# ---- design 1 ----
==> src/rtl/imem_fetch_sequencer.sv <==
// Instruction-memory fetch sequencer: walks the PC one byte per cycle, packs 4 bytes into an
// instruction for decode, and lends the memory port to a program loader between fetches.
// Optional build macro IFETCH_COUNT_EN adds an accepted-instruction counter output.
module imem_fetch_sequencer #(
  parameter logic [63:0] RESET_PC = 64'h0,
  parameter int unsigned MEM_SIZE = 256
) (
  input  logic        clk,
  input  logic        rst,
  input  logic        fetch_en,
  output logic [63:0] mem_addr,
  output logic        mem_we,
  output logic [7:0]  mem_wdata,
  input  logic [7:0]  mem_rdata,
  output logic [31:0] inst,
  output logic [63:0] inst_pc,
  output logic        inst_valid,
  input  logic        inst_ready,
  input  logic        redirect_valid,
  input  logic [63:0] redirect_pc,
  input  logic        ld_valid,
  input  logic [63:0] ld_addr,
  input  logic [7:0]  ld_data,
  output logic        ld_ready,
`ifdef IFETCH_COUNT_EN
  output logic [31:0] inst_count,
`endif
  output logic        misalign_err
);

  localparam logic [63:0] ADDR_MASK = 64'(MEM_SIZE) - 64'd1;

  localparam logic [1:0] S_IDLE  = 2'd0;
  localparam logic [1:0] S_FETCH = 2'd1;
  localparam logic [1:0] S_HOLD  = 2'd2;
  localparam logic [1:0] S_LOAD  = 2'd3;

  logic [1:0]  state, state_nxt;
  logic [63:0] pc, pc_nxt;
  logic [1:0]  byte_cnt, byte_cnt_nxt;
  logic [31:0] inst_nxt;
  logic [63:0] inst_pc_nxt;
  logic        inst_valid_nxt;
  logic [63:0] mem_addr_nxt;
  logic [7:0]  mem_wdata_nxt;
  logic        mem_we_nxt;
  logic        ld_ready_nxt;
  logic        misalign_nxt;
  logic        capture_ld;

  // Next-state and registered-output computation
  always_comb begin
    state_nxt      = state;
    pc_nxt         = pc;
    byte_cnt_nxt   = byte_cnt;
    inst_nxt       = inst;
    inst_pc_nxt    = inst_pc;
    inst_valid_nxt = inst_valid;
    mem_addr_nxt   = mem_addr;
    mem_wdata_nxt  = mem_wdata;
    capture_ld     = 1'b0;
    misalign_nxt   = misalign_err | (redirect_valid & (|redirect_pc[1:0]));

    case (state)
      S_IDLE: begin
        if (ld_valid) begin
          state_nxt  = S_LOAD;
          capture_ld = 1'b1;
        end else if (fetch_en) begin
          state_nxt    = S_FETCH;
          byte_cnt_nxt = 2'd0;
        end
      end
      S_FETCH: begin
        inst_nxt[{byte_cnt, 3'b000} +: 8] = mem_rdata;
        if (byte_cnt == 2'd3) begin
          state_nxt      = S_HOLD;
          byte_cnt_nxt   = 2'd0;
          inst_valid_nxt = 1'b1;
          inst_pc_nxt    = pc;
          pc_nxt         = (pc + 64'd4) & ADDR_MASK;
        end else begin
          byte_cnt_nxt = byte_cnt + 2'd1;
        end
      end
      S_HOLD: begin
        if (inst_ready) begin
          inst_valid_nxt = 1'b0;
          if (ld_valid) begin
            state_nxt  = S_LOAD;
            capture_ld = 1'b1;
          end else if (fetch_en) begin
            state_nxt    = S_FETCH;
            byte_cnt_nxt = 2'd0;
          end else begin
            state_nxt = S_IDLE;
          end
        end
      end
      S_LOAD: begin
        if (ld_valid) begin
          capture_ld = 1'b1;
        end else begin
          state_nxt = S_IDLE;
        end
      end
      default: state_nxt = S_IDLE;
    endcase

    // Redirect restarts fetch everywhere but LOAD, where it only retargets the PC
    if (redirect_valid) begin
      pc_nxt = {redirect_pc[63:2], 2'b00} & ADDR_MASK;
      if (state != S_LOAD) begin
        byte_cnt_nxt   = 2'd0;
        inst_valid_nxt = 1'b0;
        capture_ld     = 1'b0;
        state_nxt      = fetch_en ? S_FETCH : S_IDLE;
      end
    end

    // Memory port is set up one cycle ahead so it is stable for the whole access cycle
    if (capture_ld) begin
      mem_addr_nxt  = ld_addr & ADDR_MASK;
      mem_wdata_nxt = ld_data;
    end else if (state_nxt == S_FETCH) begin
      mem_addr_nxt = (pc_nxt + 64'(byte_cnt_nxt)) & ADDR_MASK;
    end

    mem_we_nxt   = (state_nxt == S_LOAD);
    ld_ready_nxt = (state_nxt == S_LOAD);
  end

  always_ff @(posedge clk or posedge rst) begin
    if (rst) begin
      state        <= S_IDLE;
      pc           <= RESET_PC & ADDR_MASK;
      byte_cnt     <= 2'd0;
      inst         <= 32'd0;
      inst_pc      <= 64'd0;
      inst_valid   <= 1'b0;
      mem_addr     <= 64'd0;
      mem_we       <= 1'b0;
      mem_wdata    <= 8'd0;
      ld_ready     <= 1'b0;
      misalign_err <= 1'b0;
    end else begin
      state        <= state_nxt;
      pc           <= pc_nxt;
      byte_cnt     <= byte_cnt_nxt;
      inst         <= inst_nxt;
      inst_pc      <= inst_pc_nxt;
      inst_valid   <= inst_valid_nxt;
      mem_addr     <= mem_addr_nxt;
      mem_we       <= mem_we_nxt;
      mem_wdata    <= mem_wdata_nxt;
      ld_ready     <= ld_ready_nxt;
      misalign_err <= misalign_nxt;
    end
  end

`ifdef IFETCH_COUNT_EN
  // Counts decode handshakes; free-running wrap, untouched by redirects
  always_ff @(posedge clk or posedge rst) begin
    if (rst) begin
      inst_count <= 32'd0;
    end else if (inst_valid && inst_ready) begin
      inst_count <= inst_count + 32'd1;
    end
  end
`endif

endmodule

==> config.mk <==
export PLATFORM = sky130hd
export DESIGN_NAME = imem_fetch_sequencer
export DESIGN_NICKNAME = d
export VERILOG_FILES = /design/src/rtl/imem_fetch_sequencer.sv
export SDC_FILE = /design/constraint.sdc
export NUM_CORES = 1
export LEC_CHECK = 0
export CORE_AREA = 5 5 123 125
export CTS_CLUSTER_DIAMETER = 200
export CTS_CLUSTER_SIZE = 28
export DETAILED_ROUTE_END_ITERATION = 8
export DIE_AREA = 0 0 128 130
export GPL_TIMING_DRIVEN = 0
export PLACE_DENSITY = 0.79
export SYNTH_ARGS = -nofsm -noshare
export SYNTH_HDL_FRONTEND = slang
export SYNTH_SLANG_ARGS = --single-unit
==> constraint.sdc <==
create_clock -name clk -period 3.9 [get_ports clk]
set_input_delay 0.975 -clock clk [delete_from_list [all_inputs] [get_ports clk]]
set_output_delay 0.975 -clock clk [all_outputs]
set_load 0.01 [all_outputs]
# ---- design 2 ----
[src/rtl/count_snap_pkg.sv]
// Shared sizing constants and types for the count snapshot FIFO.
// Optional delta storage is enabled with `COUNT_SNAP_DELTA_EN (see count_snapshot_fifo).
package count_snap_pkg;

    localparam int unsigned SNAP_WIDTH = 16;
    localparam int unsigned SNAP_DEPTH = 4;
    localparam int unsigned SNAP_PTR_W = $clog2(SNAP_DEPTH) + 1;

    typedef logic [SNAP_WIDTH-1:0] snap_t;
    typedef logic [SNAP_PTR_W-1:0] ptr_t;
    typedef logic [SNAP_PTR_W-1:0] level_t;

endpackage

[src/rtl/count_snap_mem.sv]
// DEPTH x WIDTH register array: one synchronous write port, one asynchronous read port.
// No reset; entry validity is tracked by the FIFO pointers.
module count_snap_mem
    import count_snap_pkg::*;
#(
    parameter int unsigned WIDTH = SNAP_WIDTH,
    parameter int unsigned DEPTH = SNAP_DEPTH,
    parameter int unsigned AW    = $clog2(DEPTH)
) (
    input  logic             clock,
    input  logic             we,
    input  logic [AW-1:0]    waddr,
    input  logic [WIDTH-1:0] wdata,
    input  logic [AW-1:0]    raddr,
    output logic [WIDTH-1:0] rdata
);

    logic [WIDTH-1:0] mem_q [DEPTH];

    always_ff @(posedge clock) begin
        if (we) begin
            mem_q[waddr] <= wdata;
        end
    end

    assign rdata = mem_q[raddr];

endmodule

[src/rtl/count_snapshot_fifo.sv]
// Samples the event counter on trigger into a show-ahead FIFO read over valid/ready.
// Define COUNT_SNAP_DELTA_EN to store count deltas since the previous accepted sample.
module count_snapshot_fifo
    import count_snap_pkg::*;
#(
    parameter int unsigned WIDTH = SNAP_WIDTH,
    parameter int unsigned DEPTH = SNAP_DEPTH
) (
    input  logic                     clock,
    input  logic                     resetN,
    input  logic [WIDTH-1:0]         count,
    input  logic                     trigger,
    input  logic                     clear,
    output logic [WIDTH-1:0]         snap_data,
    output logic                     snap_valid,
    input  logic                     snap_ready,
    output logic [$clog2(DEPTH):0]   level,
    output logic                     full,
    output logic                     dropped
);

    localparam int unsigned AW = $clog2(DEPTH);
    localparam int unsigned PW = AW + 1;

    logic [PW-1:0]    wr_ptr_q, wr_ptr_d;
    logic [PW-1:0]    rd_ptr_q, rd_ptr_d;
    logic             dropped_q, dropped_d;
    logic             empty, pop, push;
    logic [WIDTH-1:0] wr_data, rd_data;

    always_comb begin
        empty = (wr_ptr_q == rd_ptr_q);
        full  = (wr_ptr_q[PW-1] != rd_ptr_q[PW-1]) && (wr_ptr_q[AW-1:0] == rd_ptr_q[AW-1:0]);
        pop   = !empty && snap_ready;
        // A full FIFO still accepts a push when the head leaves on the same edge.
        push  = trigger && (!full || pop);
    end

    always_comb begin
        wr_ptr_d  = wr_ptr_q;
        rd_ptr_d  = rd_ptr_q;
        dropped_d = dropped_q;
        if (clear) begin
            wr_ptr_d  = '0;
            rd_ptr_d  = '0;
            dropped_d = 1'b0;
        end else begin
            if (push) begin
                wr_ptr_d = wr_ptr_q + PW'(1);
            end
            if (pop) begin
                rd_ptr_d = rd_ptr_q + PW'(1);
            end
            if (trigger && !push) begin
                dropped_d = 1'b1;
            end
        end
    end

    always_ff @(posedge clock or negedge resetN) begin
        if (!resetN) begin
            wr_ptr_q  <= '0;
            rd_ptr_q  <= '0;
            dropped_q <= 1'b0;
        end else begin
            wr_ptr_q  <= wr_ptr_d;
            rd_ptr_q  <= rd_ptr_d;
            dropped_q <= dropped_d;
        end
    end

`ifdef COUNT_SNAP_DELTA_EN
    logic [WIDTH-1:0] base_q, base_d;

    always_comb begin
        base_d = base_q;
        if (clear) begin
            base_d = '0;
        end else if (push) begin
            base_d = count;
        end
    end

    always_ff @(posedge clock or negedge resetN) begin
        if (!resetN) begin
            base_q <= '0;
        end else begin
            base_q <= base_d;
        end
    end

    assign wr_data = count - base_q;
`else
    assign wr_data = count;
`endif

    count_snap_mem #(
        .WIDTH (WIDTH),
        .DEPTH (DEPTH),
        .AW    (AW)
    ) u_mem (
        .clock (clock),
        .we    (push && !clear),
        .waddr (wr_ptr_q[AW-1:0]),
        .wdata (wr_data),
        .raddr (rd_ptr_q[AW-1:0]),
        .rdata (rd_data)
    );

    assign level      = wr_ptr_q - rd_ptr_q;
    assign snap_valid = !empty;
    // The memory has no reset, so mask the head to keep snap_data at 0 while empty.
    assign snap_data  = snap_valid ? rd_data : '0;
    assign dropped    = dropped_q;

endmodule

[config.mk]
export PLATFORM = sky130hd
export DESIGN_NAME = count_snapshot_fifo
export DESIGN_NICKNAME = d
export VERILOG_FILES = /design/src/rtl/count_snap_pkg.sv /design/src/rtl/count_snap_mem.sv /design/src/rtl/count_snapshot_fifo.sv
export SDC_FILE = /design/constraint.sdc
export NUM_CORES = 1
export LEC_CHECK = 0
export ABC_CLOCK_PERIOD_IN_PS = 4300
export CAP_MARGIN = 30
export CORE_MARGIN = 4
export CORE_UTILIZATION = 58
export CTS_CLUSTER_DIAMETER = 80
export DETAILED_ROUTE_END_ITERATION = 10
export GPL_ROUTABILITY_DRIVEN = 0
export HOLD_SLACK_MARGIN = 0.02
export PLACE_DENSITY = 0.83
export SETUP_SLACK_MARGIN = 0.15
export SLEW_MARGIN = 20
export SYNTH_ARGS = -nofsm -noshare
export SYNTH_HDL_FRONTEND = slang
export SYNTH_HIERARCHICAL = 1
export SYNTH_SLANG_ARGS = --single-unit
[constraint.sdc]
create_clock -name clock -period 4.3 [get_ports clock]
set_input_delay 0.86 -clock clock [delete_from_list [all_inputs] [get_ports clock]]
set_output_delay 0.86 -clock clock [all_outputs]
set_load 0.02 [all_outputs]
# ---- design 3 ----
[src/rtl/i2s_tx_pkg.sv]
// rtl/i2s_tx_pkg.sv - shared audio-path widths and I2S framing defaults
package i2s_tx_pkg;
  localparam int SAMPLE_WIDTH = 16;
  localparam int SLOT_WIDTH   = 32;
  localparam int BCLK_DIV     = 8;
endpackage

[src/rtl/i2s_tx_if.sv]
// rtl/i2s_tx_if.sv - stereo frame handshake from the filter chain into the transmitter
interface i2s_tx_if
  import i2s_tx_pkg::*;
#(
  parameter int W = SAMPLE_WIDTH
);
  logic signed [W-1:0] left_in;
  logic signed [W-1:0] right_in;
  logic                frame_valid;
  logic                frame_ready;

  modport master (output left_in, output right_in, output frame_valid, input frame_ready);
  modport slave  (input left_in, input right_in, input frame_valid, output frame_ready);
endinterface

[src/rtl/i2s_tx_bclk_gen.sv]
// rtl/i2s_tx_bclk_gen.sv - bclk divider, frame bit position, lrck and fall/load strobes
module i2s_tx_bclk_gen
  import i2s_tx_pkg::*;
#(
  parameter int SLOT_WIDTH = i2s_tx_pkg::SLOT_WIDTH,
  parameter int BCLK_DIV   = i2s_tx_pkg::BCLK_DIV
) (
  input  logic clock,
  input  logic reset,
  output logic o_bclk,
  output logic o_lrck,
  output logic o_fall,
  output logic o_load
);
  localparam int DW = (BCLK_DIV > 1) ? $clog2(BCLK_DIV) : 1;
  localparam int PW = $clog2(2 * SLOT_WIDTH);
  localparam logic [DW-1:0] DIV_LAST = DW'(BCLK_DIV - 1);
  localparam logic [PW-1:0] POS_LAST = PW'(2 * SLOT_WIDTH - 1);
  localparam logic [PW-1:0] POS_HALF = PW'(SLOT_WIDTH);

  logic [DW-1:0] r_div;
  logic [PW-1:0] r_pos;
  logic          r_bclk;
  logic          r_lrck;
  logic [PW-1:0] w_pos_next;
  logic          w_fall;

  // A fall is the terminal-count edge while bclk is high; the top shifts data on it too.
  assign w_fall     = (r_div == DIV_LAST) && r_bclk;
  assign w_pos_next = (r_pos == POS_LAST) ? '0 : r_pos + 1'b1;

  always_ff @(posedge clock or posedge reset) begin
    if (reset) begin
      r_div  <= '0;
      r_bclk <= 1'b0;
      r_pos  <= POS_LAST;
      r_lrck <= 1'b0;
    end else begin
      if (r_div == DIV_LAST) begin
        r_div  <= '0;
        r_bclk <= ~r_bclk;
      end else begin
        r_div <= r_div + 1'b1;
      end
      if (w_fall) begin
        r_pos  <= w_pos_next;
        r_lrck <= (w_pos_next >= POS_HALF);
      end
    end
  end

  assign o_bclk = r_bclk;
  assign o_lrck = r_lrck;
  assign o_fall = w_fall;
  assign o_load = w_fall && (r_pos == POS_LAST);
endmodule

[src/rtl/i2s_tx.sv]
// rtl/i2s_tx.sv - Philips I2S stereo transmitter with one-frame buffer
module i2s_tx
  import i2s_tx_pkg::*;
#(
  parameter int SAMPLE_WIDTH = i2s_tx_pkg::SAMPLE_WIDTH,
  parameter int SLOT_WIDTH   = i2s_tx_pkg::SLOT_WIDTH,
  parameter int BCLK_DIV     = i2s_tx_pkg::BCLK_DIV
) (
  input  logic     clock,
  input  logic     reset,
  i2s_tx_if.slave  i_frame,
  output logic     o_bclk,
  output logic     o_lrck,
  output logic     o_sdata,
  output logic     o_frame_start,
  output logic     o_underrun
);
  localparam int SW  = 2 * SLOT_WIDTH;
  localparam int PAD = SLOT_WIDTH - SAMPLE_WIDTH - 1;

  logic                    w_fall;
  logic                    w_load;
  logic                    w_accept;
  logic [SAMPLE_WIDTH-1:0] w_load_l;
  logic [SAMPLE_WIDTH-1:0] w_load_r;
  logic [SW-1:0]           w_load_word;

  logic                    r_buf_full;
  logic [SAMPLE_WIDTH-1:0] r_buf_l;
  logic [SAMPLE_WIDTH-1:0] r_buf_r;
  logic [SW-1:0]           r_shift;
  logic                    r_sdata;
  logic                    r_frame_start;
  logic                    r_underrun;

  i2s_tx_bclk_gen #(
    .SLOT_WIDTH (SLOT_WIDTH),
    .BCLK_DIV   (BCLK_DIV)
  ) u_bclk_gen (
    .clock  (clock),
    .reset  (reset),
    .o_bclk (o_bclk),
    .o_lrck (o_lrck),
    .o_fall (w_fall),
    .o_load (w_load)
  );

  assign w_accept = i_frame.frame_valid && !r_buf_full;
  assign w_load_l = r_buf_full ? r_buf_l : '0;
  assign w_load_r = r_buf_full ? r_buf_r : '0;

  // Stored already shifted by one: the leading delay bit goes out on the load edge itself.
  assign w_load_word = {w_load_l, {PAD{1'b0}}, 1'b0, w_load_r, {PAD{1'b0}}, 1'b0};

  always_ff @(posedge clock or posedge reset) begin
    if (reset) begin
      r_buf_full    <= 1'b0;
      r_buf_l       <= '0;
      r_buf_r       <= '0;
      r_shift       <= '0;
      r_sdata       <= 1'b0;
      r_frame_start <= 1'b0;
      r_underrun    <= 1'b0;
    end else begin
      r_frame_start <= w_load;
      r_underrun    <= w_load && !r_buf_full;
      if (w_load) begin
        r_shift <= w_load_word;
        r_sdata <= 1'b0;
      end else if (w_fall) begin
        r_shift <= {r_shift[SW-2:0], 1'b0};
        r_sdata <= r_shift[SW-1];
      end
      // Accept only happens while empty, so it never collides with a buffered load.
      if (w_accept) begin
        r_buf_full <= 1'b1;
        r_buf_l    <= i_frame.left_in;
        r_buf_r    <= i_frame.right_in;
      end else if (w_load) begin
        r_buf_full <= 1'b0;
      end
    end
  end

  assign i_frame.frame_ready = ~r_buf_full;
  assign o_sdata             = r_sdata;
  assign o_frame_start       = r_frame_start;
  assign o_underrun          = r_underrun;
endmodule
[src/flat_wrapper.sv]
// flat-port wrapper written by rule: the top's interface ports become plain ports
module i2s_tx_flat import i2s_tx_pkg::*;
#(
  parameter int SAMPLE_WIDTH = i2s_tx_pkg::SAMPLE_WIDTH,
  parameter int SLOT_WIDTH   = i2s_tx_pkg::SLOT_WIDTH,
  parameter int BCLK_DIV     = i2s_tx_pkg::BCLK_DIV
)
  (clock, reset, o_bclk, o_lrck, o_sdata, o_frame_start, o_underrun, i_frame_left_in, i_frame_right_in, i_frame_frame_valid, i_frame_frame_ready);
  i2s_tx_if i_frame_i ();
  input  logic clock;
  input  logic reset;
  output logic o_bclk;
  output logic o_lrck;
  output logic o_sdata;
  output logic o_frame_start;
  output logic o_underrun;
  input wire logic [$bits(i_frame_i.left_in)-1:0] i_frame_left_in;
  input wire logic [$bits(i_frame_i.right_in)-1:0] i_frame_right_in;
  input wire logic [$bits(i_frame_i.frame_valid)-1:0] i_frame_frame_valid;
  output wire logic [$bits(i_frame_i.frame_ready)-1:0] i_frame_frame_ready;
  assign i_frame_i.left_in = i_frame_left_in;
  assign i_frame_i.right_in = i_frame_right_in;
  assign i_frame_i.frame_valid = i_frame_frame_valid;
  assign i_frame_frame_ready = i_frame_i.frame_ready;
  i2s_tx #(.SAMPLE_WIDTH(SAMPLE_WIDTH), .SLOT_WIDTH(SLOT_WIDTH), .BCLK_DIV(BCLK_DIV)) u_core (.clock(clock), .reset(reset), .i_frame(i_frame_i), .o_bclk(o_bclk), .o_lrck(o_lrck), .o_sdata(o_sdata), .o_frame_start(o_frame_start), .o_underrun(o_underrun));
endmodule
[config.mk]
export PLATFORM = sky130hd
export DESIGN_NAME = i2s_tx_flat
export DESIGN_NICKNAME = d
export VERILOG_FILES = /design/src/rtl/i2s_tx_pkg.sv /design/src/rtl/i2s_tx_if.sv /design/src/rtl/i2s_tx_bclk_gen.sv /design/src/rtl/i2s_tx.sv /design/src/flat_wrapper.sv
export SDC_FILE = /design/constraint.sdc
export NUM_CORES = 1
export LEC_CHECK = 0
export CORE_UTILIZATION = 34
export CTS_CLUSTER_SIZE = 12
export DETAILED_ROUTE_END_ITERATION = 8
export PLACE_DENSITY = 0.54
export SLEW_MARGIN = 25
export SYNTH_ARGS = -nofsm -noshare
export SYNTH_HDL_FRONTEND = slang
export SYNTH_HIERARCHICAL = 1
export SYNTH_SLANG_ARGS = --single-unit
[constraint.sdc]
create_clock -name clock -period 3.75 [get_ports clock]
set_clock_uncertainty 0.15 [all_clocks]
set_input_delay 0.75 -clock clock [delete_from_list [all_inputs] [get_ports clock]]
set_output_delay 0.75 -clock clock [all_outputs]
set_load 0.02 [all_outputs]
**Design 1: cells coloured by class**

Drawn at 3 px/um.
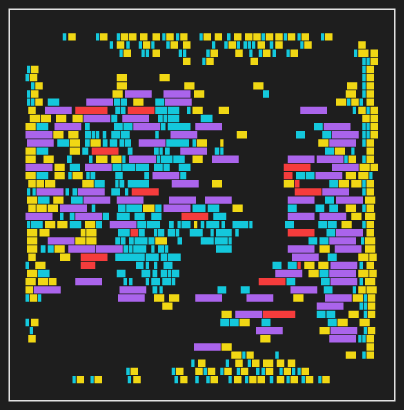
Key: red = clock drivers and dummy loads [cells 16]; cyan = all other logic [cells 295]; yellow = other buffers and delay cells [cells 217]; purple = flip-flops [cells 71]
final core utilization: 0.440
placeable core region: 13800 um^2

==> run notes, design 1 <==
- **cell chain of the critical path** clkdlybuf4s50_1 > buf_2 > o32ai_1 > ha_1 > a21oi_1 > nor2_1 > xnor2_1 > o21ai_0 > mux2_2
- **Max Cap Viol** 0
- **final critical delay including setup and external delays** 3.28 ns
- **Die Span Y** 130 um
- **ys flop type** dfrtp_1
- **worst hold path startpoint** misalign_err
- **buffers outside the clock class** 217
- **largest stage delay on the critical path** 0.56 ns
- **Crit. Startpoint** redirect_valid
- **comb_multi_in** 281
- **combinational fraction of the cell area** 0.297
- **pin count of the biggest net entering global routing** 72
- **switching pwr** 1.13 mW
- **global routing met1 resource utilization** 0.143
- **headroom to the max-slew limit** 0.309
- **wire length of the first global-routing pass** 15600 um
- **initial antenna violation count** 0
- **status** completed
- **startpoint-to-endpoint class of the critical path** in2reg
- **combined area of all synthesized cells** 4120 um^2
- **number of signal-net inverters in the final layout** 14
- **critical path depth in cells** 9
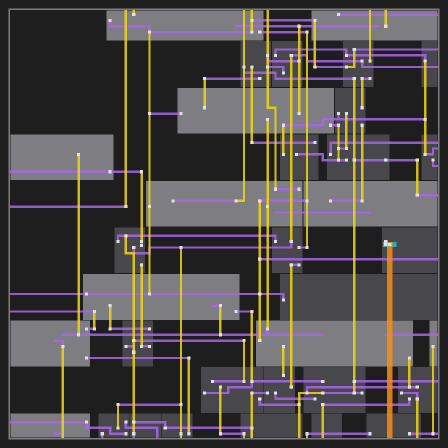
**Above:** design 3 (a small window of the routed layout).
Window x 16 to 41, y 72 to 97 um. Cells in grey, sequential cells in the stronger grey; small squares are vias.
Key: orange = met4; purple = met1; cyan = met3; yellow = met2
32 logic cells have their middle in the window. Sequential cells in the window: 10. Most frequent: dfrtp_1 (10), nand3_1 (7), o21ai_0 (7). Netlist names of flops here include `u_core/r_buf_l` (4), `u_core/r_shift` (4), `u_core/r_buf_r` (2).

==> run notes, design 3 <==
- **combinational power share** 0.038
- **clock root buffer** clkbuf_16
- **EDFF count, synth** 0
- **layout filler cell count** 1098
- **yosys stat cell total** 307
- **Flop Count** 95
- **failing checks** design-rule violations
- **routability congestion estimate** 0.745
- **final wirelength** 6860 um
- **average wire length per cell after detail routing** 14.0 um
- **number of nets in the layout** 379
- **status** complete, but fails checks
- **combined buffer and inverter count along the critical path** 2
- **largest registers** u_core/r_shift: 48 flops, u_core/r_buf_l: 16 flops, u_core/r_buf_r: 16 flops
- **yosys xor share** 0.00638
- **Largest logic family** multiplexers
- **CTS hold repair buffers** 0
- **# DRC** 1
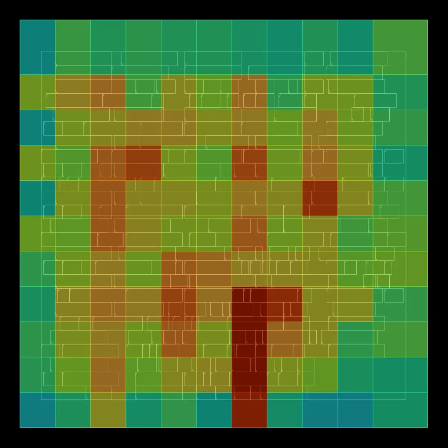
**Above:** design 2 (track usage over the die).
total track usage: 0.196
global routing met1 resource utilization: 0.239

==> run notes, design 2 <==
- **status** completed
- **count of routing violations after the opening detailed-route iteration** 109
- **worst min path class** reg2reg
- **final-report setup violation count** 0
- **yosys stat cell total** 159
- **number of signal-net inverters in the final layout** 9
- **fp_density** 0.614
- **pin count of the biggest net entering global routing** 20
- **buffer share of cell area** 0.121
- **average wire length per cell after detail routing** 19.4 um
- **Worst Setup Start Kind** flop
- **buffers added on ports** 42
- **clk latency of the worst-skew pair** 0.33 ns
- **total placed instance area** 3470 um^2
- **Yosys Warn Count** 6
- **Reg power frac** 0.406
- **combinational power share** 0.269
- **largest registers** u_mem/mem_q: 64 flops, rd_ptr_q: 3 flops, wr_ptr_q: 3 flops
- **cell class contributing the biggest share of worst-path delay** buffers and inverters
- **most frequent cells after synthesis** edfxtp_1 (64), nor2b_1 (18), mux4_2 (10), inv_1 (9)
- **met2 Resource Use GR** 0.326
- **area share of the largest cell type after synthesis** 0.645


==> screenshots <==
Met1 routing.
(a)
Drawn at 6 px/um.
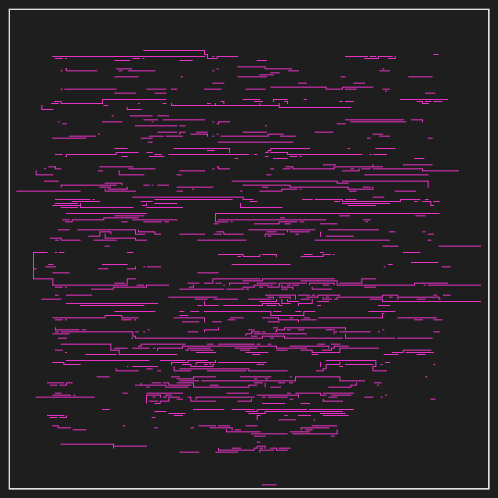
(b)
Drawn at 4 px/um.
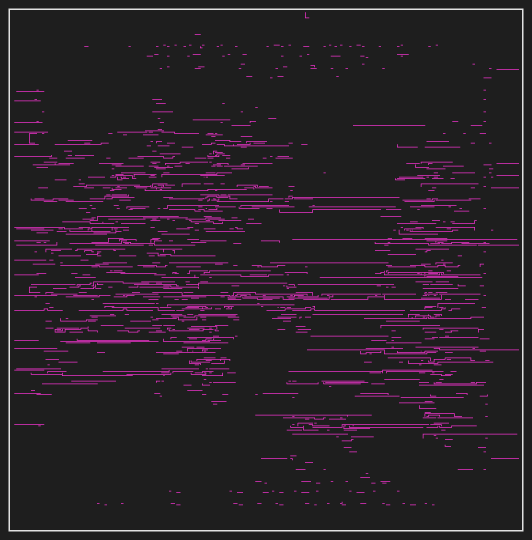
(c)
Drawn at 4 px/um.
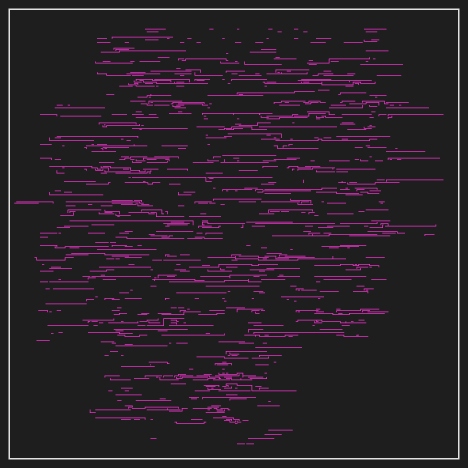
| picture | from |
|---|---|
| (b) | design 1 |
| (c) | design 3 |
| (a) | design 2 |
The one with the smallest die is (a).
The one with the largest die is (b).

Power figures rest on the tool's default switching activity, not on a simulated workload.
